# ---- block 1 ----
block_1/pins.png
Drawn at 4 px/um. Pins as bars across the die edge, other pins in grey.
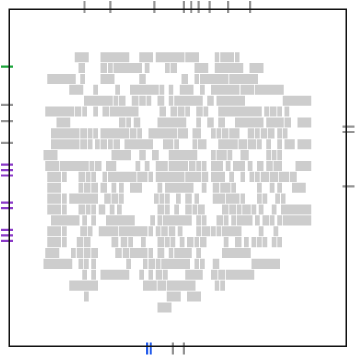

===== config.mk =====
export PLATFORM = sky130hd
export DESIGN_NAME = spi_ram_master_flat
export DESIGN_NICKNAME = d
export VERILOG_FILES = /design/src/rtl/spi_ram_master_if.sv /design/src/rtl/spi_ram_master.sv /design/src/flat_wrapper.sv
export SDC_FILE = /design/constraint.sdc
export NUM_CORES = 1
export LEC_CHECK = 0
export ABC_AREA = 1
export CORE_MARGIN = 8
export CORE_UTILIZATION = 45
export DETAILED_ROUTE_END_ITERATION = 8
export HOLD_SLACK_MARGIN = 0.03
export PLACE_DENSITY_LB_ADDON = 0.25
export SYNTH_ARGS = -nofsm -noshare
export SYNTH_HDL_FRONTEND = slang
export SYNTH_SLANG_ARGS = --single-unit

===== constraint.sdc =====
create_clock -name clk -period 1.7 [get_ports clk]
set_input_delay 0.255 -clock clk [delete_from_list [all_inputs] [get_ports clk]]
set_output_delay 0.255 -clock clk [all_outputs]
set_load 0.01 [all_outputs]

===== src/rtl/spi_ram_master_if.sv =====
// Host-side command handshake plus the SPI pins of the SPI-slave/RAM subsystem.
interface spi_ram_master_if;
  logic       start;
  logic [1:0] cmd;
  logic [7:0] wdata;
  logic       busy;
  logic       done;
  logic [7:0] rdata;
  logic       rdata_valid;
  logic       sclk;
  logic       mosi;
  logic       ss_n;
  logic       miso;

  modport master (
    input  start, cmd, wdata, miso,
    output busy, done, rdata, rdata_valid, sclk, mosi, ss_n
  );

  modport slave (
    output start, cmd, wdata, miso,
    input  busy, done, rdata, rdata_valid, sclk, mosi, ss_n
  );
endinterface


===== src/rtl/spi_ram_master.sv =====
// SPI mode-0 master: sends a 10-bit {cmd, byte} frame, and on read-data runs a
// turnaround and captures an 8-bit MISO reply.
module spi_ram_master #(
  parameter int CLK_DIV      = 2,
  parameter int TURN_CYCLES  = 1,
  parameter int GUARD_CYCLES = 4
) (
  input  logic              clk,
  input  logic              reset,
  spi_ram_master_if.master  bus
);

  localparam int NMAX = 18 + TURN_CYCLES;
  localparam int PW   = $clog2(NMAX + 1);
  localparam int DW   = (CLK_DIV > 1) ? $clog2(CLK_DIV) : 1;
  localparam int GW   = (GUARD_CYCLES > 1) ? $clog2(GUARD_CYCLES) : 1;

  localparam logic [DW-1:0] DIV_LAST  = DW'(CLK_DIV - 1);
  localparam logic [GW-1:0] GRD_LAST  = GW'(GUARD_CYCLES - 1);
  localparam logic [PW-1:0] P_WR      = PW'(10);
  localparam logic [PW-1:0] P_RD      = PW'(NMAX);
  localparam logic [PW-1:0] P_WR_LAST = PW'(9);
  localparam logic [PW-1:0] P_TN_LAST = PW'(9 + TURN_CYCLES);

  typedef enum logic [2:0] {IDLE, SETUP, SHIFT, TURN, RECV, GUARD} state_t;

  state_t        state;
  logic [8:0]    shreg;
  logic          is_rd;
  logic [DW-1:0] div_cnt;
  logic [PW-1:0] per_cnt;
  logic [GW-1:0] grd_cnt;
  logic [7:0]    rx_sh;

  // per_cnt counts completed sclk periods over the whole frame; the frame ends
  // one low half-period after the last falling edge.
  always_ff @(posedge clk) begin
    if (reset) begin
      state           <= IDLE;
      bus.ss_n        <= 1'b1;
      bus.sclk        <= 1'b0;
      bus.mosi        <= 1'b0;
      bus.busy        <= 1'b0;
      bus.done        <= 1'b0;
      bus.rdata       <= '0;
      bus.rdata_valid <= 1'b0;
      shreg           <= '0;
      is_rd           <= 1'b0;
      div_cnt         <= '0;
      per_cnt         <= '0;
      grd_cnt         <= '0;
      rx_sh           <= '0;
    end else begin
      bus.done        <= 1'b0;
      bus.rdata_valid <= 1'b0;
      case (state)
        IDLE: if (bus.start) begin
          shreg    <= {bus.cmd[0], (bus.cmd == 2'b11) ? 8'h00 : bus.wdata};
          is_rd    <= (bus.cmd == 2'b11);
          bus.mosi <= bus.cmd[1];
          bus.ss_n <= 1'b0;
          bus.busy <= 1'b1;
          div_cnt  <= '0;
          per_cnt  <= '0;
          state    <= SETUP;
        end
        SETUP: begin
          if (div_cnt == DIV_LAST) begin
            div_cnt  <= '0;
            bus.sclk <= 1'b1;
            state    <= SHIFT;
          end else begin
            div_cnt <= div_cnt + 1'b1;
          end
        end
        SHIFT, TURN, RECV: begin
          if (div_cnt != DIV_LAST) begin
            div_cnt <= div_cnt + 1'b1;
          end else begin
            div_cnt <= '0;
            if (!bus.sclk) begin
              if (per_cnt == (is_rd ? P_RD : P_WR)) begin
                bus.ss_n <= 1'b1;
                bus.mosi <= 1'b0;
                grd_cnt  <= '0;
                state    <= GUARD;
              end else begin
                bus.sclk <= 1'b1;
                if (state == RECV) rx_sh <= {rx_sh[6:0], bus.miso};
              end
            end else begin
              bus.sclk <= 1'b0;
              per_cnt  <= per_cnt + 1'b1;
              shreg    <= {shreg[7:0], 1'b0};
              bus.mosi <= (state == SHIFT && per_cnt < P_WR_LAST) ? shreg[8] : 1'b0;
              if (state == SHIFT && per_cnt == P_WR_LAST && is_rd)
                state <= (TURN_CYCLES > 0) ? TURN : RECV;
              if (state == TURN && per_cnt == P_TN_LAST)
                state <= RECV;
            end
          end
        end
        GUARD: begin
          if (grd_cnt == GRD_LAST) begin
            state    <= IDLE;
            bus.busy <= 1'b0;
            bus.done <= 1'b1;
            if (is_rd) begin
              bus.rdata       <= rx_sh;
              bus.rdata_valid <= 1'b1;
            end
          end else begin
            grd_cnt <= grd_cnt + 1'b1;
          end
        end
        default: state <= IDLE;
      endcase
    end
  end

endmodule


===== src/flat_wrapper.sv =====
// flat-port wrapper written by rule: the top's interface ports become plain ports
module spi_ram_master_flat 
#(
  parameter int CLK_DIV      = 2,
  parameter int TURN_CYCLES  = 1,
  parameter int GUARD_CYCLES = 4
)
  (clk, reset, bus_start, bus_cmd, bus_wdata, bus_miso, bus_busy, bus_done, bus_rdata, bus_rdata_valid, bus_sclk, bus_mosi, bus_ss_n);
  spi_ram_master_if bus_i ();
  input  logic clk;
  input  logic reset;
  input wire logic [$bits(bus_i.start)-1:0] bus_start;
  input wire logic [$bits(bus_i.cmd)-1:0] bus_cmd;
  input wire logic [$bits(bus_i.wdata)-1:0] bus_wdata;
  input wire logic [$bits(bus_i.miso)-1:0] bus_miso;
  output wire logic [$bits(bus_i.busy)-1:0] bus_busy;
  output wire logic [$bits(bus_i.done)-1:0] bus_done;
  output wire logic [$bits(bus_i.rdata)-1:0] bus_rdata;
  output wire logic [$bits(bus_i.rdata_valid)-1:0] bus_rdata_valid;
  output wire logic [$bits(bus_i.sclk)-1:0] bus_sclk;
  output wire logic [$bits(bus_i.mosi)-1:0] bus_mosi;
  output wire logic [$bits(bus_i.ss_n)-1:0] bus_ss_n;
  assign bus_i.start = bus_start;
  assign bus_i.cmd = bus_cmd;
  assign bus_i.wdata = bus_wdata;
  assign bus_i.miso = bus_miso;
  assign bus_busy = bus_i.busy;
  assign bus_done = bus_i.done;
  assign bus_rdata = bus_i.rdata;
  assign bus_rdata_valid = bus_i.rdata_valid;
  assign bus_sclk = bus_i.sclk;
  assign bus_mosi = bus_i.mosi;
  assign bus_ss_n = bus_i.ss_n;
  spi_ram_master #(.CLK_DIV(CLK_DIV), .TURN_CYCLES(TURN_CYCLES), .GUARD_CYCLES(GUARD_CYCLES)) u_core (.clk(clk), .reset(reset), .bus(bus_i));
endmodule

# ---- block 2 ----
<file path="config.mk">
export PLATFORM = sky130hd
export DESIGN_NAME = scan_mux
export DESIGN_NICKNAME = d
export VERILOG_FILES = /design/src/rtl/scan_mux_pkg.sv /design/src/rtl/scan_mux_dwell_counter.sv /design/src/rtl/scan_mux.sv
export SDC_FILE = /design/constraint.sdc
export NUM_CORES = 1
export LEC_CHECK = 0
export ABC_AREA = 0
export CAP_MARGIN = 15
export CORE_ASPECT_RATIO = 0.5
export CORE_MARGIN = 5
export CORE_UTILIZATION = 50
export DETAILED_ROUTE_END_ITERATION = 8
export PLACE_DENSITY = 0.76
export SLEW_MARGIN = 40
export SYNTH_ARGS = -nofsm -noshare
export SYNTH_HDL_FRONTEND = slang
export SYNTH_SLANG_ARGS = --single-unit
</file>
<file path="constraint.sdc">
create_clock -name Clock -period 2.9 [get_ports Clock]
set_clock_uncertainty 0.05 [all_clocks]
set_input_delay 0.58 -clock Clock [delete_from_list [all_inputs] [get_ports Clock]]
set_output_delay 0.58 -clock Clock [all_outputs]
set_load 0.03 [all_outputs]
</file>
<file path="src/rtl/scan_mux_pkg.sv">
`default_nettype none
// ============================================================================
// Module   : scan_mux_pkg
// Purpose  : Mode encoding and width helper shared by the scan multiplexer.
// Revision : 1.0
// ============================================================================
package scan_mux_pkg;

  typedef enum logic [1:0] {
    MANUAL = 2'b00,
    SCAN   = 2'b01,
    HOLD   = 2'b10,
    RSVD   = 2'b11
  } mode_t;

  // Index width that never collapses to zero bits for single-entry ranges.
  function automatic int min1_clog2(input int n);
    return (n > 1) ? $clog2(n) : 1;
  endfunction

endpackage
`default_nettype wire

</file>
<file path="src/rtl/scan_mux_dwell_counter.sv">
`default_nettype none
// ============================================================================
// Module   : dwell_counter
// Purpose  : Counts 0..DWELL-1 while enabled and flags the terminal count.
// Revision : 1.0
// ============================================================================
module dwell_counter
  import scan_mux_pkg::*;
#(
  parameter int DWELL = 50_000_000
) (
  input  logic Clock,
  input  logic Resetn,
  input  logic clear,
  input  logic enable,
  output logic tc
);

  localparam int              CNTW = min1_clog2(DWELL);
  localparam logic [CNTW-1:0] LAST = CNTW'(DWELL - 1);

  logic [CNTW-1:0] cnt_q;
  logic [CNTW-1:0] cnt_d;

  // A clearing edge is a fresh start, so it never reports terminal count.
  assign tc = enable && !clear && (cnt_q == LAST);

  always_comb begin
    cnt_d = cnt_q;
    if (clear) begin
      cnt_d = '0;
    end else if (enable) begin
      cnt_d = (cnt_q == LAST) ? '0 : cnt_q + 1'b1;
    end
  end

  always_ff @(posedge Clock or negedge Resetn) begin
    if (!Resetn) begin
      cnt_q <= '0;
    end else begin
      cnt_q <= cnt_d;
    end
  end

endmodule
`default_nettype wire

</file>
<file path="src/rtl/scan_mux.sv">
`default_nettype none
// ============================================================================
// Module   : scan_mux
// Purpose  : Registered channel multiplexer with manual, auto-scan and hold modes.
// Revision : 1.0
// ============================================================================
module scan_mux
  import scan_mux_pkg::*;
#(
  parameter  int WIDTH = 8,
  parameter  int NCH   = 4,
  parameter  int DWELL = 50_000_000,
  localparam int CW    = min1_clog2(NCH)
) (
  input  logic                 Clock,
  input  logic                 Resetn,
  input  logic [NCH*WIDTH-1:0] data_in,
  input  logic [CW-1:0]        sel,
  input  logic [1:0]           mode,
  output logic [WIDTH-1:0]     out_data,
  output logic [CW-1:0]        out_ch,
  output logic                 ch_change
);

  localparam int            NSLOT   = 1 << CW;
  localparam logic [CW:0]   NCH_W   = (CW + 1)'(NCH);
  localparam logic [CW-1:0] LAST_CH = CW'(NCH - 1);

  mode_t            mode_w;
  logic [WIDTH-1:0] chan [NSLOT];
  logic             scan_q;
  logic             is_scan;
  logic             is_hold;
  logic             cnt_clear;
  logic             cnt_enable;
  logic             tc;
  logic [CW-1:0]    ch_q;
  logic [CW-1:0]    ch_d;
  logic [WIDTH-1:0] data_q;
  logic [WIDTH-1:0] data_d;
  logic             change_q;

  assign mode_w = mode_t'(mode);
  assign is_scan = (mode_w == SCAN);
  assign is_hold = (mode_w == HOLD) || (mode_w == RSVD);

  // Unused slots of a non-power-of-2 channel set read as zero and are never selected.
  for (genvar k = 0; k < NSLOT; k++) begin : g_chan
    if (k < NCH) begin : g_live
      assign chan[k] = data_in[k*WIDTH +: WIDTH];
    end else begin : g_pad
      assign chan[k] = '0;
    end
  end

  // scan_q marks "this edge continues a scan"; a first SCAN edge clears the count instead.
  assign cnt_clear  = is_scan && !scan_q;
  assign cnt_enable = is_scan && scan_q;

  dwell_counter #(
    .DWELL (DWELL)
  ) u_dwell (
    .Clock  (Clock),
    .Resetn (Resetn),
    .clear  (cnt_clear),
    .enable (cnt_enable),
    .tc     (tc)
  );

  always_comb begin
    ch_d = ch_q;
    case (mode_w)
      MANUAL: begin
        if ({1'b0, sel} < NCH_W) begin
          ch_d = sel;
        end
      end
      SCAN: begin
        if (tc) begin
          ch_d = (ch_q == LAST_CH) ? '0 : ch_q + 1'b1;
        end
      end
      default: ch_d = ch_q;
    endcase
  end

  assign data_d = is_hold ? data_q : chan[ch_d];

  always_ff @(posedge Clock or negedge Resetn) begin
    if (!Resetn) begin
      scan_q   <= 1'b0;
      ch_q     <= '0;
      data_q   <= '0;
      change_q <= 1'b0;
    end else begin
      scan_q   <= is_scan;
      ch_q     <= ch_d;
      data_q   <= data_d;
      change_q <= (ch_d != ch_q);
    end
  end

  assign out_data  = data_q;
  assign out_ch    = ch_q;
  assign ch_change = change_q;

endmodule
`default_nettype wire

</file>
block_2/met4.png
Drawn at 4 px/um. Supply wires on this layer in grey.
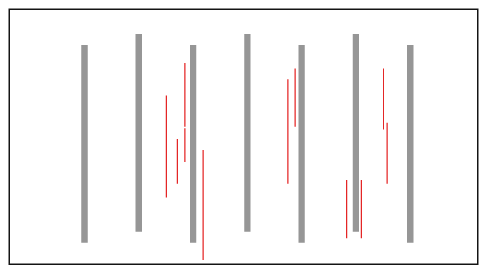
nets with wire on the layer: 10
wire length on this layer: 186 um
longest straight run: 27.2 um
main direction: vertical
share of all routed wire: 2.2%

==> flow_summary.html, block 2 <==
<h2>Implementation results</h2>
<table>
<tr><th>Metric</th><th>Value</th></tr>
<tr><th colspan="2">Clock network</th></tr>
<tr><td>Maximum clock path buffer count</td><td>2</td></tr>
<tr><td>Setup Fix Bufs, Post-CTS</td><td>0</td></tr>
<tr><td>Cts-stage hold buffer count</td><td>0</td></tr>
<tr><td>Clock Latency Late Sink</td><td>0.28 ns</td></tr>
<tr><th colspan="2">Worst hold path</th></tr>
<tr><td>Path type of the worst min-delay path</td><td>flop to flop</td></tr>
<tr><td>Count of cells along the worst hold path</td><td>2</td></tr>
<tr><th colspan="2">Outcome</th></tr>
<tr><td>Outcome</td><td>finished clean</td></tr>
<tr><th colspan="2">Placed design</th></tr>
<tr><td>Post-placement worst setup slack</td><td>0.238 ns</td></tr>
<tr><td>Half-perimeter wire length of the detailed placement result</td><td>5800 um</td></tr>
<tr><th colspan="2">Synth</th></tr>
<tr><td>Top area cell types</td><td>dfrtp_1 (33%), o21ai_0 (8.3%), nand3_1 (7.0%)</td></tr>
<tr><td>Sequential area share after synthesis</td><td>33.4%</td></tr>
<tr><td>Simple-Gate Area Share</td><td>approximately a third</td></tr>
<tr><td>Largest area contributor in the netlist</td><td>dfrtp_1</td></tr>
<tr><th colspan="2">Finish</th></tr>
<tr><td>Syn-to-layout area delta</td><td>29.5%</td></tr>
<tr><th colspan="2">Setup path</th></tr>
<tr><td>Critical path required time</td><td>3.02 ns</td></tr>
<tr><td>Worst reg2reg startpoint</td><td>u_dwell.cnt_q[0]</td></tr>
<tr><th colspan="2">Job</th></tr>
<tr><td>OpenROAD warning count</td><td>26</td></tr>
<tr><th colspan="2">Power</th></tr>
<tr><td>Leakage power total</td><td>1.44 nW</td></tr>
</table>
block 2: Yosys cell counts, types with 2 or more instances:
| cell type | count |
|---|---|
| xnor2_1 | 5 |
| inv_1 | 2 |
| a22o_1 | 2 |
| a21oi_1 | 12 |
| and2_1 | 3 |
| and3_1 | 10 |
| nor2_1 | 12 |
| a211oi_1 | 7 |
| buf_2 | 7 |
| o31ai_2 | 8 |
| nor3_2 | 7 |
| clkbuf_1 | 18 |
| nand2b_1 | 2 |
| a21o_1 | 9 |
| nor3_1 | 14 |
| o41ai_1 | 2 |
| nand3_1 | 40 |
| a31oi_1 | 11 |
| ha_1 | 2 |
| buf_4 | 2 |
| o21ai_0 | 47 |
| nand2_1 | 46 |
| nor2b_1 | 4 |
| xor2_1 | 5 |
| nand4_1 | 11 |
| o31ai_1 | 8 |
| and4_1 | 4 |
| dfrtp_1 | 38 |
block 2: sequential cells by signal (all words and copies together) (netlist names):
signal / count
ch_change: 1
out_ch: 2
out_data: 8
scan_q: 1
u_dwell.cnt_q: 26
block 2: per-layer routing:
layer / global-route usage [%] / part of all wire, %
met1: 32.3 / 42
met2: 40.2 / 51
met3: 3.54 / 5.4
met4: 8.30 / 2.2
met5: 0 / 0
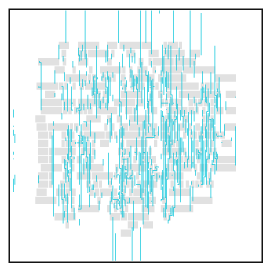
block_1/met2.png
Drawn at 3 px/um.
nets with wire on the layer: 255
main direction: vertical
via count of the routed design: 1940
global-route met2 utilization: 21.8%

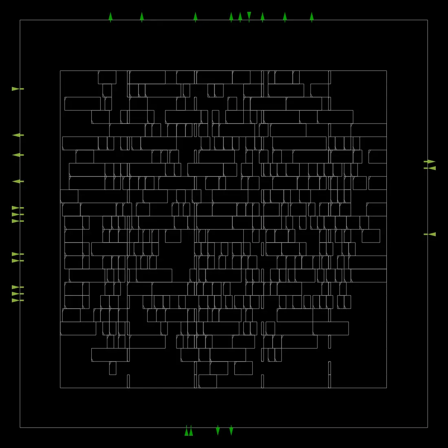
block_1/final_placement.png
filler-free cell count of the finished design: 389
final sequential cell count: 43
fillcell total: 426
cell row count: 24
share of the core filled with cells in the final layout: 57.7%

## Picture notes: block_1/pins.png
[green] clk | pins: 1 | direction: input | edge: left
[blue] bus_cmd | pins: 2 | direction: input | edge: bottom
[purple] bus_wdata | pins: 8 | direction: input | edge: left
all pins by edge: 12 left, 9 top, 4 bottom, 3 right
Die Y: 83.9 um
count of input and output buffers: 27
horizontal extent of the die: 83.9 um

==> flow_summary.html, block 1 <==
<h2>Implementation results</h2>
<table>
<tr><th>Metric</th><th>Value</th></tr>
<tr><th colspan="2">Global routing</th></tr>
<tr><td>Overall Global Routing Usage</td><td>13.6%</td></tr>
<tr><th colspan="2">Detailed routing</th></tr>
<tr><td>DRC violation count after routing</td><td>0</td></tr>
<tr><td>Initial detailed-routing violation count</td><td>146</td></tr>
<tr><td>Pre-antenna DRT Iters</td><td>6</td></tr>
<tr><th colspan="2">Clock network</th></tr>
<tr><td>Clock root buffer master</td><td>clkbuf_8</td></tr>
<tr><td>Maximum clock path buffer count</td><td>2</td></tr>
<tr><td>Number of buffers added by the clock tree synthesis step</td><td>5</td></tr>
<tr><th colspan="2">Setup path</th></tr>
<tr><td>Termination of the worst setup path</td><td>bus_sclk</td></tr>
<tr><td>Depth of the critical timing path with buffers and inverters included</td><td>1</td></tr>
<tr><td>Worst setup slack for register-to-register paths</td><td>0.15 ns</td></tr>
<tr><td>CP max-delay cell</td><td>clkdlybuf4s50_1</td></tr>
<tr><th colspan="2">Synth</th></tr>
<tr><td>Avg Inst Size Synth</td><td>around 6.8 um2</td></tr>
<tr><td>Async set-or-reset flop fraction in the synthesized netlist</td><td>0%</td></tr>
<tr><td>Top comb family, area</td><td>simple AND/OR/NAND/NOR gates</td></tr>
<tr><td>Count of state elements after synthesis</td><td>43</td></tr>
<tr><th colspan="2">Job</th></tr>
<tr><td>OpenROAD warning count</td><td>28</td></tr>
<tr><th colspan="2">Placed design</th></tr>
<tr><td>Half-perimeter wire length of the detailed placement result</td><td>3400 um</td></tr>
<tr><td>Instance count after placement with tap cells included</td><td>between 300 and 400</td></tr>
<tr><td>Final RePlAce weighted congestion</td><td>0.873</td></tr>
<tr><th colspan="2">STA</th></tr>
<tr><td>Setup violations, final</td><td>0</td></tr>
<tr><th colspan="2">Outcome</th></tr>
<tr><td>Outcome</td><td>finished clean</td></tr>
</table>
## block 1: layer usage
metal	GRT usage [%]	wire [um]	vias up
met4	4.24	51	0
met1	17.4	2280	846
met2	21.8	2130	49
li1	-	-	1038
met5	0	0	-
met3	3.42	258	7
## block 1: final cells by class
type / instances / area [um2] / share of cell area (%)
Tap cell: 52 / 65.1 / 2.57
Timing Repair Buffer: 33 / 315 / 12.5
Sequential cell: 43 / 862 / 34.1
Inverter: 30 / 118 / 4.65
Clock inverter: 3 / 43.8 / 1.73
Multi-Input combinational cell: 223 / 1060 / 41.8
Clock buffer: 5 / 68.8 / 2.72
## block 1: flip-flops by register name, summed over array words and instances, names as in the netlist
register and flops:
u_core.shreg 9, u_core.bus.rdata 8, u_core.rx_sh 8, u_core.per_cnt 5
u_core.state 3, u_core.grd_cnt 2, u_core.bus.busy 1, u_core.bus.done 1
u_core.bus.mosi 1, u_core.bus.rdata_valid 1, u_core.bus.sclk 1, u_core.bus.ss_n 1
u_core.div_cnt 1, u_core.is_rd 1

==> layout pictures side by side <==
Metal 1.
Drawn at 4 px/um. Supply wires on this layer in grey.
shot_01.png
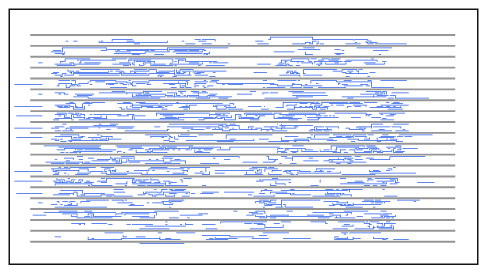
shot_02.png
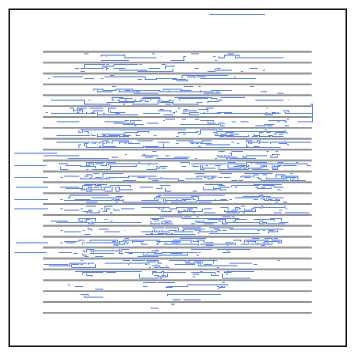
block 1 -> shot_02.png
block 2 -> shot_01.png

Key to shot_02.png:
longest straight run: 33.8 um
nets with wire on the layer: 334
share of all routed wire: 48%
wire length on this layer: 2280 um


# ---- block 3 ----
block_3/pins.png
Drawn at 6 px/um. Pins as bars across the die edge, other pins in grey.
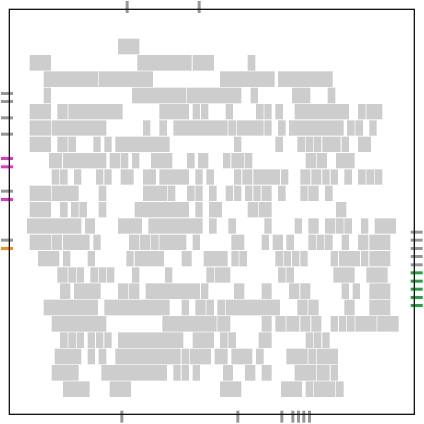

**src/rtl/step_shaper_pkg.sv**
```systemverilog
// Shared types and constants for the step output shaper.
// Holds the shaper state enum and the default timing-length and phase-counter widths.
package step_shaper_pkg;

    // The phase counter is loaded straight from a length input, so the widths match.
    localparam int unsigned TICK_CNT_W    = 5;
    localparam int unsigned DEFAULT_LEN_W = TICK_CNT_W;

    typedef enum logic [1:0] {
        IDLE      = 2'd0,
        DIR_SETUP = 2'd1,
        STEP_HIGH = 2'd2,
        STEP_LOW  = 2'd3
    } shaper_state_e;

endpackage

```
**src/rtl/step_req_fifo.sv**
```systemverilog
// 1-bit-wide synchronous FIFO holding the direction of each pending step request.
// Show-ahead read: dout is the oldest entry whenever empty is low.
module step_req_fifo #(
    parameter int DEPTH = 4
) (
    input  logic                   clk,
    input  logic                   rst_n,
    input  logic                   flush,
    input  logic                   push,
    input  logic                   pop,
    input  logic                   din,
    output logic                   dout,
    output logic                   full,
    output logic                   empty,
    output logic [$clog2(DEPTH):0] count
);
    localparam int AW = $clog2(DEPTH);
    localparam int CW = AW + 1;

    logic [DEPTH-1:0] mem_q;
    logic [AW-1:0]    wr_ptr_q;
    logic [AW-1:0]    rd_ptr_q;
    logic [CW-1:0]    count_q;
    logic             do_push;
    logic             do_pop;

    assign full    = (count_q == CW'(DEPTH));
    assign empty   = (count_q == '0);
    assign count   = count_q;
    assign dout    = mem_q[rd_ptr_q];
    assign do_pop  = pop && !empty && !flush;
    assign do_push = push && (!full || do_pop) && !flush;

    // NOTE: storage has no reset; count_q gates every read, so stale contents are never observed.
    always_ff @(posedge clk) begin
        if (do_push) begin
            mem_q[wr_ptr_q] <= din;
        end
    end

    always_ff @(posedge clk or negedge rst_n) begin
        if (!rst_n) begin
            wr_ptr_q <= '0;
            rd_ptr_q <= '0;
            count_q  <= '0;
        end else if (flush) begin
            wr_ptr_q <= '0;
            rd_ptr_q <= '0;
            count_q  <= '0;
        end else begin
            if (do_push) wr_ptr_q <= wr_ptr_q + AW'(1);
            if (do_pop)  rd_ptr_q <= rd_ptr_q + AW'(1);
            count_q <= count_q + CW'(do_push) - CW'(do_pop);
        end
    end

endmodule

```
**src/rtl/step_output_shaper.sv**
```systemverilog
// Queues raw step/dir requests and replays them with enforced dir-setup, step-high and step-low times.
// Optional signed position counter enabled by defining STEP_POS_COUNT_EN.
module step_output_shaper
    import step_shaper_pkg::*;
#(
    parameter int FIFO_DEPTH = 4,
    parameter int LEN_W      = DEFAULT_LEN_W,
    parameter bit DIR_RESET  = 1'b0,
    parameter int POS_W      = 16
) (
    input  logic                        clk,
    input  logic                        rst_n,
    input  logic                        tick,
    input  logic                        step_in,
    input  logic                        dir_in,
    input  logic                        abort,
    input  logic [LEN_W-1:0]            step_high_len,
    input  logic [LEN_W-1:0]            step_low_len,
    input  logic [LEN_W-1:0]            dir_setup_len,
    input  logic                        overrun_clr,
    output logic                        step_out,
    output logic                        dir_out,
    output logic                        busy,
    output logic [$clog2(FIFO_DEPTH):0] pending,
`ifdef STEP_POS_COUNT_EN
    output logic signed [POS_W-1:0]     position,
`endif
    output logic                        overrun
);

    if (FIFO_DEPTH < 2 || FIFO_DEPTH > 16 || (FIFO_DEPTH & (FIFO_DEPTH - 1)) != 0 ||
        LEN_W < 1 || POS_W < 1) begin : g_bad_params
        $error("step_output_shaper: illegal parameter value");
    end

    shaper_state_e    state_q, state_d;
    logic [LEN_W-1:0] cnt_q, cnt_d;
    logic             step_q, step_prev_q;
    logic             tick_q, tick_prev_q;
    logic             dir_out_q, dir_out_d;
    logic             step_out_q, step_out_d;
    logic             overrun_q, overrun_d;

    logic step_rise, tick_rise, push_req, drop;
    logic fifo_push, fifo_pop, fifo_dout, fifo_full, fifo_empty;

    function automatic logic [LEN_W-1:0] len_or_one(input logic [LEN_W-1:0] len);
        return (len == '0) ? LEN_W'(1) : len;
    endfunction

    assign step_rise = step_q && !step_prev_q;
    assign tick_rise = tick_q && !tick_prev_q;
    assign push_req  = step_rise && !abort;
    assign drop      = push_req && fifo_full && !fifo_pop;
    assign fifo_push = push_req && !drop;

    step_req_fifo #(
        .DEPTH (FIFO_DEPTH)
    ) u_fifo (
        .clk   (clk),
        .rst_n (rst_n),
        .flush (abort),
        .push  (fifo_push),
        .pop   (fifo_pop),
        .din   (dir_in),
        .dout  (fifo_dout),
        .full  (fifo_full),
        .empty (fifo_empty),
        .count (pending)
    );

    // NOTE: sequential state uses non-blocking assignments so every flop samples pre-edge values.
    always_ff @(posedge clk or negedge rst_n) begin
        if (!rst_n) begin
            step_q      <= 1'b0;
            step_prev_q <= 1'b0;
            tick_q      <= 1'b0;
            tick_prev_q <= 1'b0;
            state_q     <= IDLE;
            cnt_q       <= '0;
            dir_out_q   <= DIR_RESET;
            step_out_q  <= 1'b0;
            overrun_q   <= 1'b0;
        end else begin
            step_q      <= step_in;
            step_prev_q <= step_q;
            tick_q      <= tick;
            tick_prev_q <= tick_q;
            state_q     <= state_d;
            cnt_q       <= cnt_d;
            dir_out_q   <= dir_out_d;
            step_out_q  <= step_out_d;
            overrun_q   <= overrun_d;
        end
    end

    // NOTE: defaults first so every path assigns each output and no latch is inferred.
    always_comb begin
        state_d  = state_q;
        cnt_d    = cnt_q;
        fifo_pop = 1'b0;
        if (abort) begin
            state_d = IDLE;
        end else begin
            case (state_q)
                IDLE: begin
                    if (!fifo_empty) begin
                        fifo_pop = 1'b1;
                        if (fifo_dout != dir_out_q) begin
                            state_d = DIR_SETUP;
                            cnt_d   = len_or_one(dir_setup_len);
                        end else begin
                            state_d = STEP_HIGH;
                            cnt_d   = len_or_one(step_high_len);
                        end
                    end
                end
                DIR_SETUP: begin
                    if (tick_rise) begin
                        if (cnt_q <= LEN_W'(1)) begin
                            state_d = STEP_HIGH;
                            cnt_d   = len_or_one(step_high_len);
                        end else begin
                            cnt_d = cnt_q - LEN_W'(1);
                        end
                    end
                end
                STEP_HIGH: begin
                    if (tick_rise) begin
                        if (cnt_q <= LEN_W'(1)) begin
                            state_d = STEP_LOW;
                            cnt_d   = len_or_one(step_low_len);
                        end else begin
                            cnt_d = cnt_q - LEN_W'(1);
                        end
                    end
                end
                STEP_LOW: begin
                    if (tick_rise) begin
                        if (cnt_q <= LEN_W'(1)) begin
                            state_d = IDLE;
                        end else begin
                            cnt_d = cnt_q - LEN_W'(1);
                        end
                    end
                end
                default: state_d = IDLE;
            endcase
        end
    end

    // Outputs are registered from the next state so step_out is high from the STEP_HIGH entry cycle.
    always_comb begin
        step_out_d = (state_d == STEP_HIGH);
        dir_out_d  = dir_out_q;
        if (state_q == IDLE && state_d == DIR_SETUP) begin
            dir_out_d = fifo_dout;
        end
        overrun_d = overrun_q;
        if (overrun_clr) overrun_d = 1'b0;
        if (drop)        overrun_d = 1'b1;
    end

    assign step_out = step_out_q;
    assign dir_out  = dir_out_q;
    assign overrun  = overrun_q;
    assign busy     = (state_q != IDLE) || !fifo_empty;

`ifdef STEP_POS_COUNT_EN
    logic signed [POS_W-1:0] pos_q;

    always_ff @(posedge clk or negedge rst_n) begin
        if (!rst_n) begin
            pos_q <= '0;
        end else if (state_q != STEP_HIGH && state_d == STEP_HIGH) begin
            pos_q <= pos_q + (dir_out_q ? POS_W'(1) : {POS_W{1'b1}});
        end
    end

    assign position = pos_q;
`endif

endmodule

```
**config.mk**
```make
export PLATFORM = sky130hd
export DESIGN_NAME = step_output_shaper
export DESIGN_NICKNAME = d
export VERILOG_FILES = /design/src/rtl/step_shaper_pkg.sv /design/src/rtl/step_req_fifo.sv /design/src/rtl/step_output_shaper.sv
export SDC_FILE = /design/constraint.sdc
export NUM_CORES = 1
export LEC_CHECK = 0
export ABC_AREA = 1
export CAP_MARGIN = 0
export CORE_MARGIN = 2
export CORE_UTILIZATION = 42
export CTS_CLUSTER_DIAMETER = 120
export DETAILED_ROUTE_END_ITERATION = 6
export PLACE_DENSITY = 0.66
export RECOVER_POWER = 100
export SLEW_MARGIN = 20
export SYNTH_ARGS = -nofsm -noshare
export SYNTH_HDL_FRONTEND = slang
export SYNTH_SLANG_ARGS = --single-unit
export TNS_END_PERCENT = 30
```
**constraint.sdc**
```tcl
create_clock -name clk -period 2.5 [get_ports clk]
set_input_delay 0.25 -clock clk [delete_from_list [all_inputs] [get_ports clk]]
set_output_delay 0.25 -clock clk [all_outputs]
set_load 0.02 [all_outputs]
```
# ---- block 4 ----
[config.mk]
export PLATFORM = sky130hd
export DESIGN_NAME = ei_axi4_slave_wr_engine
export DESIGN_NICKNAME = d
export VERILOG_FILES = /design/src/rtl/ei_axi4_rtl_pkg.sv /design/src/rtl/ei_axi4_burst_addr_gen.sv /design/src/rtl/ei_axi4_slave_wr_engine.sv
export SDC_FILE = /design/constraint.sdc
export NUM_CORES = 1
export LEC_CHECK = 0
export CAP_MARGIN = 20
export CORE_MARGIN = 1.5
export CORE_UTILIZATION = 66
export CTS_CLUSTER_SIZE = 20
export DETAILED_ROUTE_END_ITERATION = 12
export DONT_BUFFER_PORTS = 1
export GPL_TIMING_DRIVEN = 0
export HOLD_SLACK_MARGIN = 0.08
export MAX_ROUTING_LAYER = met4
export PLACE_DENSITY = 0.82
export SKIP_LAST_GASP = 1
export SLEW_MARGIN = 20
export SYNTH_ARGS = -nofsm -noshare
export SYNTH_HDL_FRONTEND = slang
export SYNTH_HIERARCHICAL = 1
export SYNTH_SLANG_ARGS = --single-unit
[constraint.sdc]
create_clock -name aclk -period 9.8 [get_ports aclk]
set_input_delay 0.98 -clock aclk [delete_from_list [all_inputs] [get_ports aclk]]
set_output_delay 0.98 -clock aclk [all_outputs]
set_load 0.005 [all_outputs]
[src/rtl/ei_axi4_rtl_pkg.sv]
// Shared AXI4 types for the slave-side read/write engines.
// Burst, response and write-FSM encodings plus small burst helpers.
package ei_axi4_rtl_pkg;

    typedef enum logic [1:0] {
        BURST_FIXED = 2'd0,
        BURST_INCR  = 2'd1,
        BURST_WRAP  = 2'd2,
        BURST_RSVD  = 2'd3
    } burst_e;

    typedef enum logic [1:0] {
        RESP_OKAY   = 2'd0,
        RESP_EXOKAY = 2'd1,
        RESP_SLVERR = 2'd2,
        RESP_DECERR = 2'd3
    } resp_e;

    typedef enum logic [1:0] {
        WR_IDLE = 2'd0,
        WR_DATA = 2'd1,
        WR_RESP = 2'd2
    } wr_state_e;

    function automatic logic wrap_len_ok(input logic [7:0] len);
        return (len == 8'd1) || (len == 8'd3) ||
               (len == 8'd7) || (len == 8'd15);
    endfunction

endpackage

[src/rtl/ei_axi4_burst_addr_gen.sv]
// Combinational AXI4 next-beat address for FIXED/INCR/WRAP bursts.
// Shared by the write engine and the future read engine.
import ei_axi4_rtl_pkg::*;

module ei_axi4_burst_addr_gen #(
    parameter int ADDR_WIDTH = 32
) (
    input  logic [ADDR_WIDTH-1:0] addr,
    input  logic [2:0]            size,
    input  logic [7:0]            len,
    input  burst_e                burst,
    output logic [ADDR_WIDTH-1:0] next_addr
);

    logic [ADDR_WIDTH-1:0] bytes;
    logic [ADDR_WIDTH-1:0] total;
    logic [ADDR_WIDTH-1:0] mask;
    logic [ADDR_WIDTH-1:0] base;

    // Legal WRAP lengths make total a power of two, so mod is a mask.
    always_comb begin
        bytes     = ADDR_WIDTH'(1) << size;
        total     = (ADDR_WIDTH'(len) + ADDR_WIDTH'(1)) << size;
        mask      = total - ADDR_WIDTH'(1);
        base      = addr & ~mask;
        next_addr = addr;
        unique case (burst)
            BURST_INCR: next_addr = (addr & ~(bytes - ADDR_WIDTH'(1))) + bytes;
            BURST_WRAP: next_addr = base + ((addr + bytes - base) & mask);
            default:    next_addr = addr;
        endcase
    end

endmodule

[src/rtl/ei_axi4_slave_wr_engine.sv]
// AXI4 slave write engine: one burst at a time, AW/W in, word writes
// out with one cycle of latency, single B response per burst.
import ei_axi4_rtl_pkg::*;

module ei_axi4_slave_wr_engine #(
    parameter int ADDR_WIDTH = 32,
    parameter int DATA_WIDTH = 32,
    parameter int ID_WIDTH   = 4,
    parameter int MEM_DEPTH  = 1024
) (
    input  logic                          aclk,
    input  logic                          areset,
    input  logic [ID_WIDTH-1:0]           awid,
    input  logic [ADDR_WIDTH-1:0]         awaddr,
    input  logic [7:0]                    awlen,
    input  logic [2:0]                    awsize,
    input  logic [1:0]                    awburst,
    input  logic                          awvalid,
    output logic                          awready,
    input  logic [DATA_WIDTH-1:0]         wdata,
    input  logic [DATA_WIDTH/8-1:0]       wstrb,
    input  logic                          wlast,
    input  logic                          wvalid,
    output logic                          wready,
    output logic [ID_WIDTH-1:0]           bid,
    output logic [1:0]                    bresp,
    output logic                          bvalid,
    input  logic                          bready,
    output logic                          mem_we,
    output logic [$clog2(MEM_DEPTH)-1:0]  mem_addr,
    output logic [DATA_WIDTH-1:0]         mem_wdata,
    output logic [DATA_WIDTH/8-1:0]       mem_wstrb
);

    localparam int STRB_W = DATA_WIDTH / 8;
    localparam int OFF_W  = $clog2(STRB_W);
    localparam int IDX_W  = $clog2(MEM_DEPTH);

    wr_state_e             state;
    logic [ID_WIDTH-1:0]   id_q;
    logic [ADDR_WIDTH-1:0] addr_q;
    logic [7:0]            len_q;
    logic [2:0]            size_q;
    burst_e                burst_q;
    logic [7:0]            cnt_q;
    logic                  err_q;
    logic                  aw_err_q;

    logic [ADDR_WIDTH-1:0] next_addr;
    logic [ADDR_WIDTH-1:0] word;
    logic                  in_range;
    logic                  at_len;
    logic                  beat_end;
    logic                  beat_err;
    logic                  aw_err;

    ei_axi4_burst_addr_gen #(
        .ADDR_WIDTH (ADDR_WIDTH)
    ) u_addr_gen (
        .addr      (addr_q),
        .size      (size_q),
        .len       (len_q),
        .burst     (burst_q),
        .next_addr (next_addr)
    );

    always_comb begin
        word     = addr_q >> OFF_W;
        in_range = word < ADDR_WIDTH'(MEM_DEPTH);
        at_len   = cnt_q == len_q;
        beat_end = at_len || wlast;
        beat_err = err_q || !in_range || (wlast != at_len);
        aw_err   = (awburst == BURST_RSVD) ||
                   (awsize > 3'(OFF_W)) ||
                   ((awburst == BURST_WRAP) && !wrap_len_ok(awlen));
    end

    always_ff @(posedge aclk or posedge areset) begin
        if (areset) begin
            state     <= WR_IDLE;
            id_q      <= '0;
            addr_q    <= '0;
            len_q     <= '0;
            size_q    <= '0;
            burst_q   <= BURST_FIXED;
            cnt_q     <= '0;
            err_q     <= 1'b0;
            aw_err_q  <= 1'b0;
            awready   <= 1'b0;
            wready    <= 1'b0;
            bvalid    <= 1'b0;
            bid       <= '0;
            bresp     <= '0;
            mem_we    <= 1'b0;
            mem_addr  <= '0;
            mem_wdata <= '0;
            mem_wstrb <= '0;
        end else begin
            mem_we <= 1'b0;
            unique case (state)
                WR_IDLE: begin
                    if (awready && awvalid) begin
                        id_q     <= awid;
                        addr_q   <= awaddr;
                        len_q    <= awlen;
                        size_q   <= awsize;
                        burst_q  <= burst_e'(awburst);
                        cnt_q    <= '0;
                        err_q    <= aw_err;
                        aw_err_q <= aw_err;
                        awready  <= 1'b0;
                        wready   <= 1'b1;
                        state    <= WR_DATA;
                    end else begin
                        awready  <= 1'b1;
                    end
                end
                WR_DATA: begin
                    if (wvalid && wready) begin
                        // Out-of-range beats are dropped but the burst runs on.
                        mem_we    <= !aw_err_q && in_range;
                        mem_addr  <= word[IDX_W-1:0];
                        mem_wdata <= wdata;
                        mem_wstrb <= wstrb;
                        addr_q    <= next_addr;
                        cnt_q     <= cnt_q + 8'd1;
                        err_q     <= beat_err;
                        if (beat_end) begin
                            wready <= 1'b0;
                            bvalid <= 1'b1;
                            bid    <= id_q;
                            bresp  <= beat_err ? RESP_SLVERR : RESP_OKAY;
                            state  <= WR_RESP;
                        end
                    end
                end
                WR_RESP: begin
                    if (bready) begin
                        bvalid  <= 1'b0;
                        awready <= 1'b1;
                        state   <= WR_IDLE;
                    end
                end
                default: state <= WR_IDLE;
            endcase
        end
    end

endmodule

# ---- block 5 ----
--- src/rtl/alu_sequencer.sv ---
// alu_sequencer: multicycle fetch/decode/execute/writeback controller that turns an 8-bit ALU into a small CPU core.
// Define CPU_STEP_EN to add a step input that holds FETCH until step is sampled high (one instruction per pulse).
module alu_sequencer #(
   parameter int ADDR_W = 8
) (
   input  logic              clk,
   input  logic              reset,
   input  logic              start,
`ifdef CPU_STEP_EN
   input  logic              step,
`endif
   output logic [ADDR_W-1:0] instr_addr,
   input  logic [15:0]       instr_data,
   output logic [7:0]        alu_a,
   output logic [7:0]        alu_b,
   output logic [2:0]        alu_opcode,
   output logic              alu_save,
   input  logic [7:0]        alu_out,
   input  logic              carry_out,
   input  logic [1:0]        dbg_sel,
   output logic [7:0]        dbg_data,
   output logic              zero_flag,
   output logic              carry_flag,
   output logic              busy,
   output logic              done
);
   typedef enum logic [2:0] {IDLE, FETCH, DECODE, EXECUTE, WRITEBACK, DONE} state_t;
   state_t            state, state_n;
   logic [ADDR_W-1:0] pc, pc_inc, target;
   logic [3:0][7:0]   rf;
   logic [1:0]        rd_q, rd, rs;
   logic [3:0]        op4;
   logic [7:0]        imm;
   logic              fetch_go;
   assign op4        = instr_data[15:12];
   assign rd         = instr_data[11:10];
   assign rs         = instr_data[9:8];
   assign imm        = instr_data[7:0];
   assign pc_inc     = pc + ADDR_W'(1);
   assign target     = ADDR_W'(imm);
   // pc is the registered ROM address; a synchronous ROM returns the word during DECODE
   assign instr_addr = pc;
   assign dbg_data   = rf[dbg_sel];
`ifdef CPU_STEP_EN
   assign fetch_go   = step;
`else
   assign fetch_go   = 1'b1;
`endif
   // state register
   always_ff @(posedge clk) begin
      if (reset) state <= IDLE;
      else state <= state_n;
   end
   // next-state decode and per-state strobes
   always_comb begin
      state_n  = state;
      alu_save = 1'b0;
      done     = 1'b0;
      busy     = state != IDLE;
      case (state)
         IDLE:      state_n = start ? FETCH : IDLE;
         FETCH:     state_n = fetch_go ? DECODE : FETCH;
         DECODE:    state_n = !op4[3] ? EXECUTE : (op4 == 4'hF) ? DONE : FETCH;
         EXECUTE:   state_n = WRITEBACK;
         WRITEBACK: begin
            state_n  = FETCH;
            alu_save = 1'b1;
         end
         DONE:      begin
            state_n = IDLE;
            done    = 1'b1;
         end
         default:   state_n = IDLE;
      endcase
   end
   // datapath: pc, register file, ALU operand latches and flags
   always_ff @(posedge clk) begin
      if (reset) begin
         pc         <= '0;
         rf         <= '0;
         rd_q       <= '0;
         alu_a      <= '0;
         alu_b      <= '0;
         alu_opcode <= '0;
         zero_flag  <= 1'b0;
         carry_flag <= 1'b0;
      end else begin
         case (state)
            IDLE: if (start) pc <= '0;
            DECODE: begin
               rd_q <= rd;
               if (!op4[3]) begin
                  alu_a      <= rf[rd];
                  alu_b      <= rf[rs];
                  alu_opcode <= op4[2:0];
               end else if (op4 == 4'h8) begin
                  rf[rd] <= imm;
                  pc     <= pc_inc;
               end else if (op4 == 4'h9) pc <= target;
               else if (op4 == 4'hA) pc <= zero_flag ? target : pc_inc;
               else if (op4 != 4'hF) pc <= pc_inc;
            end
            WRITEBACK: begin
               pc         <= pc_inc;
               zero_flag  <= alu_out == 8'h00;
               carry_flag <= carry_out;
               if (alu_opcode != 3'b111) rf[rd_q] <= alu_out;
            end
            default: ;
         endcase
      end
   end
endmodule
--- config.mk ---
export PLATFORM = sky130hd
export DESIGN_NAME = alu_sequencer
export DESIGN_NICKNAME = d
export VERILOG_FILES = /design/src/rtl/alu_sequencer.sv
export SDC_FILE = /design/constraint.sdc
export NUM_CORES = 1
export LEC_CHECK = 0
export ABC_CLOCK_PERIOD_IN_PS = 3400
export CAP_MARGIN = 20
export CORE_MARGIN = 2
export CORE_UTILIZATION = 55
export CTS_CLUSTER_DIAMETER = 50
export DETAILED_ROUTE_END_ITERATION = 12
export PLACE_DENSITY = 0.82
export SYNTH_ARGS = -nofsm -noshare
export SYNTH_HDL_FRONTEND = slang
export SYNTH_SLANG_ARGS = --single-unit
--- constraint.sdc ---
create_clock -name clk -period 3.4 [get_ports clk]
set_input_delay 0.68 -clock clk [delete_from_list [all_inputs] [get_ports clk]]
set_output_delay 0.68 -clock clk [all_outputs]
set_load 0.005 [all_outputs]
block_5/met2.png
Drawn at 3 px/um.
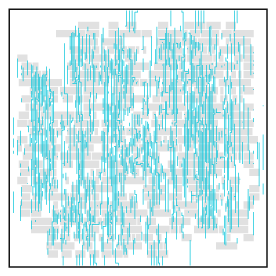
wire length on this layer: 4600 um
main direction: vertical

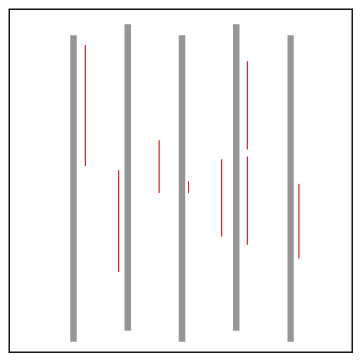
block_5/met4.png
Drawn at 4 px/um. Supply wires on this layer in grey.
share of all routed wire: 1.6%
longest straight run: 29.9 um

==> flow_summary.html, block 5 <==
<h2>Implementation results</h2>
<table>
<tr><th>Metric</th><th>Value</th></tr>
<tr><th colspan="2">Outcome</th></tr>
<tr><td>Outcome</td><td>finished clean</td></tr>
<tr><th colspan="2">Finish</th></tr>
<tr><td>Syn-to-layout area delta</td><td>23.7%</td></tr>
<tr><td>Final instance area</td><td>around 4500 um2</td></tr>
<tr><td>Layout non-clock buf frac</td><td>16.7%</td></tr>
<tr><td>Final sequential cell count</td><td>around 66</td></tr>
<tr><td>Storage cell area</td><td>1320 um2</td></tr>
<tr><th colspan="2">Detailed routing</th></tr>
<tr><td>DRC violation count after routing</td><td>0</td></tr>
<tr><th colspan="2">Worst hold path</th></tr>
<tr><td>Count of cells along the worst hold path</td><td>2</td></tr>
<tr><th colspan="2">Global routing</th></tr>
<tr><td>Final global-route overflow total</td><td>0</td></tr>
<tr><td>Overall Global Routing Usage</td><td>between 20 and 30%</td></tr>
<tr><td>Global-route wire length before repair</td><td>15800 um</td></tr>
<tr><th colspan="2">Clock network</th></tr>
<tr><td>TritonCTS sink count</td><td>between 60 and 70</td></tr>
<tr><th colspan="2">STA</th></tr>
<tr><td>Final critical-path share of the clock period</td><td>88.4%</td></tr>
<tr><td>Final Worst Setup Slack</td><td>0.395 ns</td></tr>
<tr><th colspan="2">Setup path</th></tr>
<tr><td>Max FO, Critical Path</td><td>8</td></tr>
<tr><th colspan="2">Synth</th></tr>
<tr><td>Top area cell types</td><td>dfxtp_1 (36%), mux4_2 (15%), a22oi_1 (6.0%)</td></tr>
</table>
## block 5: worst max-delay path by stage
stage,end,cells after the start
after floorplan,dbg_data[0],2
after global placement,dbg_data[7],4
after detailed placement,dbg_data[7],4
after CTS,dbg_data[7],4
after global routing,dbg_data[7],4
final,dbg_data[7],4
## block 5: worst register-to-register path, delay by kind of cell, from the launching register on
family / cells / cell delay [ns]
AOI/OAI and AO/OA: 2 / 0.67
buffers and inverters: 1 / 0.23
DFF: 1 / 0.48
and+or+nand+nor: 3 / 1.18
## block 5: kinds of logic after synthesis
logic type                 count (synthesis)  share of synthesized area (%)
AOI/OAI and AO/OA                        117                           23.8
xor gates and xnor gates                   1                          0.240
adders and majority gates                  1                          0.343
buffers and inverters                     38                           6.25
DFF                                       66                           36.3
muxes                                     24                           14.8
and+or+nand+nor                          138                           18.3
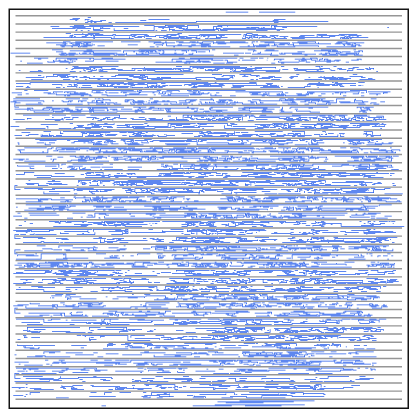
block_4/met1.png
Drawn at 3 px/um. Supply wires on this layer in grey.
longest straight run: 98.4 um
share of all routed wire: 42%
via count of the routed design: 10559
met1 routing resource usage after global routing: 50.4%

==> flow_summary.html, block 4 <==
<h2>Implementation results</h2>
<table>
<tr><th>Metric</th><th>Value</th></tr>
<tr><th colspan="2">Placed design</th></tr>
<tr><td>Post-placement worst setup slack</td><td>~1.6 ns</td></tr>
<tr><th colspan="2">STA</th></tr>
<tr><td>Slew Viols, Final</td><td>0</td></tr>
<tr><td>Transition at the pin with the smallest max-transition slack</td><td>0.868 ns</td></tr>
<tr><th colspan="2">Synth</th></tr>
<tr><td>Largest area contributor in the netlist</td><td>dfrtp_1</td></tr>
<tr><td>Count of state elements after synthesis</td><td>about 120</td></tr>
<tr><td>Yosys warning count</td><td>6</td></tr>
<tr><td>Avg Inst Size Synth</td><td>roughly 8.3 um2</td></tr>
<tr><th colspan="2">Finish</th></tr>
<tr><td>Clock buf count</td><td>17</td></tr>
<tr><td>Number of antenna repair diodes</td><td>0</td></tr>
<tr><td>ClkCell Share</td><td>4.85%</td></tr>
<tr><th colspan="2">Outcome</th></tr>
<tr><td>Outcome</td><td>finished clean</td></tr>
<tr><th colspan="2">Clock network</th></tr>
<tr><td>Number of buffers added by the clock tree synthesis step</td><td>17</td></tr>
<tr><td>Setup Fix Bufs, Post-CTS</td><td>0</td></tr>
<tr><th colspan="2">Detailed routing</th></tr>
<tr><td>Aggregate routed wire length</td><td>32800 um</td></tr>
<tr><th colspan="2">Floorplanning</th></tr>
<tr><td>Core area</td><td>about 16000 um2</td></tr>
</table>
-- block 4: critical path: cells and delay by family (launching register included) --
family | cells | cell delay, ns
adder cells (fa/ha/maj) | 3 | 0.83
AND/OR/NAND/NOR | 9 | 2.00
XOR/XNOR | 1 | 0.19
AND-OR/OR-AND | 13 | 3.45
flip-flops | 1 | 0.51
buffers and inverters | 5 | 1.32
multiplexers | 1 | 0.11
-- block 4: per-layer routing --
metal,routed length (um),vias to the layer above
met5,0,-
met2,14500,666
met1,13700,4937
li1,-,4854
met4,1220,0
met3,3450,102
-- block 4: through the flow --
step / std cells
after floorplan: 1327
after global placement: 1547
after detailed placement: 1548
after CTS: 1580
after global routing: 1580
final: 1580
-- block 4: flip-flops by register name, summed over array words and instances (netlist names), 4 cells and up --
signal     count
id_q           4
len_q          8
mem_wdata     32
addr_q        32
mem_addr      10
cnt_q          8
mem_wstrb      4
bid            4
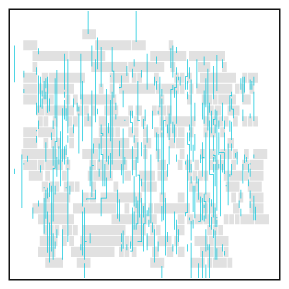
block_3/met2.png
Drawn at 4 px/um.
wire length on this layer: 1560 um
nets with wire on the layer: 229
main direction: vertical
share of all routed wire: 47%
global-route met2 utilization: 29.5%
aggregate routed wire length: 3290 um

## Picture notes: block_3/pins.png
[magenta] pending | pins: 3 | direction: output | edge: left
[green] step_high_len | pins: 5 | direction: input | edge: right
[orange] overrun | pins: 1 | direction: output | edge: left
all pins by edge: 10 left, 10 right, 7 bottom, 2 top

==> flow_summary.html, block 3 <==
<h2>Implementation results</h2>
<table>
<tr><th>Metric</th><th>Value</th></tr>
<tr><th colspan="2">Placed design</th></tr>
<tr><td>Half-perimeter wire length of the detailed placement result</td><td>2680 um</td></tr>
<tr><td>Placed standard-cell area</td><td>2030 um2</td></tr>
<tr><th colspan="2">STA</th></tr>
<tr><td>Worst clock skew on the final layout</td><td>roughly 0.003 ns</td></tr>
<tr><td>Final Worst Setup Slack</td><td>about 0.30 ns</td></tr>
<tr><td>Worst Hold Slack</td><td>0.378 ns</td></tr>
<tr><th colspan="2">Outcome</th></tr>
<tr><td>Outcome</td><td>finished clean</td></tr>
<tr><th colspan="2">Clock network</th></tr>
<tr><td>TritonCTS clock tree</td><td>built</td></tr>
<tr><th colspan="2">Setup path</th></tr>
<tr><td>Number of buffers and inverters on the critical path</td><td>4</td></tr>
<tr><td>Worst reg2reg startpoint</td><td>u_fifo.count[1]</td></tr>
<tr><th colspan="2">Job</th></tr>
<tr><td>OpenROAD warning count</td><td>30</td></tr>
<tr><th colspan="2">Detailed routing</th></tr>
<tr><td>Routed metal-1 wirelength</td><td>1530 um</td></tr>
<tr><td>Antenna violation net count after detailed routing</td><td>0</td></tr>
<tr><th colspan="2">Finish</th></tr>
<tr><td>Filler-free cell count of the finished design</td><td>312</td></tr>
<tr><td>Syn-to-layout area delta</td><td>21.9%</td></tr>
<tr><th colspan="2">Global routing</th></tr>
<tr><td>Top Usage Layer GRT</td><td>met2</td></tr>
</table>
-- block 3: cell usage after synthesis (all sizes together) --
library cell / n / area (um2)
a21oi: 13 / 65.1
a31oi: 1 / 6.26
and3: 1 / 6.26
buf: 2 / 16.3
dfrtp: 21 / 526
edfxtp: 4 / 120
fa: 1 / 20.0
ha: 8 / 100
inv: 43 / 161
nand2: 71 / 292
nand3: 21 / 125
nand3b: 1 / 7.51
nand4: 1 / 6.26
nor2: 28 / 135
nor3: 2 / 10.0
o21ai: 9 / 48.8
o22ai: 1 / 12.5
or2: 1 / 6.26
xor2: 2 / 17.5
-- block 3: area by class of cell --
cell class | count | area (um2)
clock buffers | 4 | 45.0
fillers | 387 | 1690
inverters | 43 | 161
multi-input cells | 161 | 843
flip-flops and latches | 25 | 646
well taps | 48 | 60.1
repair buffers | 31 | 295

==> notes/layouts.md <==
Pictures saved along the way, in no particular order.

Metal 3.
Plate I
Drawn at 4 px/um.
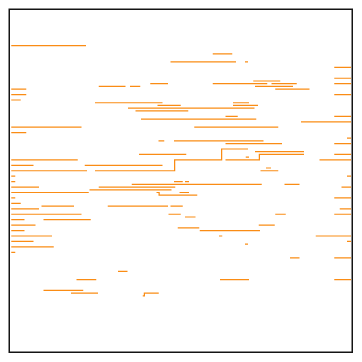
Plate II
Drawn at 6 px/um.
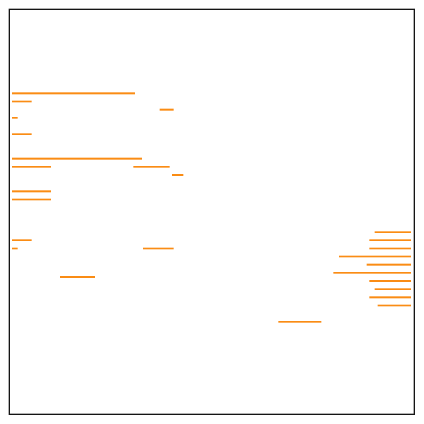
Plate III
Drawn at 3 px/um.
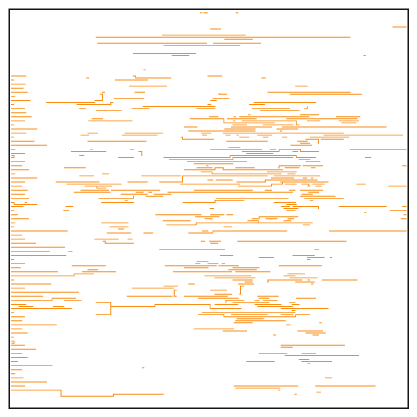
For block 5, see Plate I.
For block 4, see Plate III.
For block 3, see Plate II.

Key to Plate II:
wire length on this layer: 172 um
longest straight run: 21.4 um



==> screenshots <==
Placed standard cells.
panel A
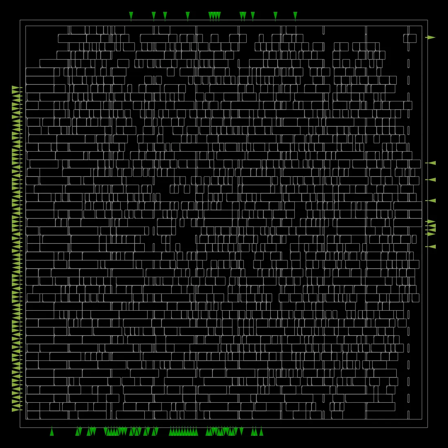
panel B
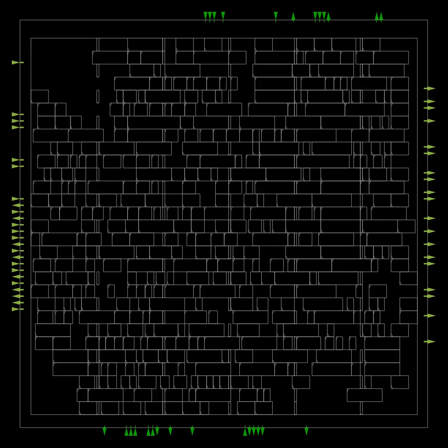
panel C
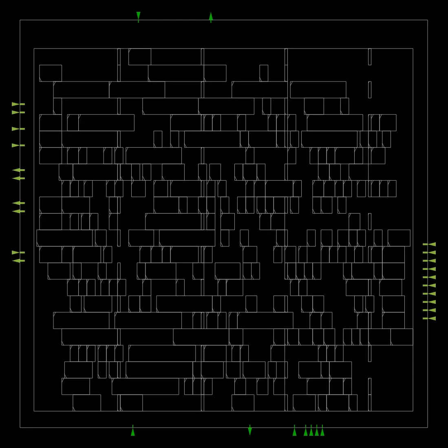
Block 5 is panel B.
Block 3 is panel C.
Block 4 is panel A.

No activity file was given, so power comes from the tool's default toggle rates.
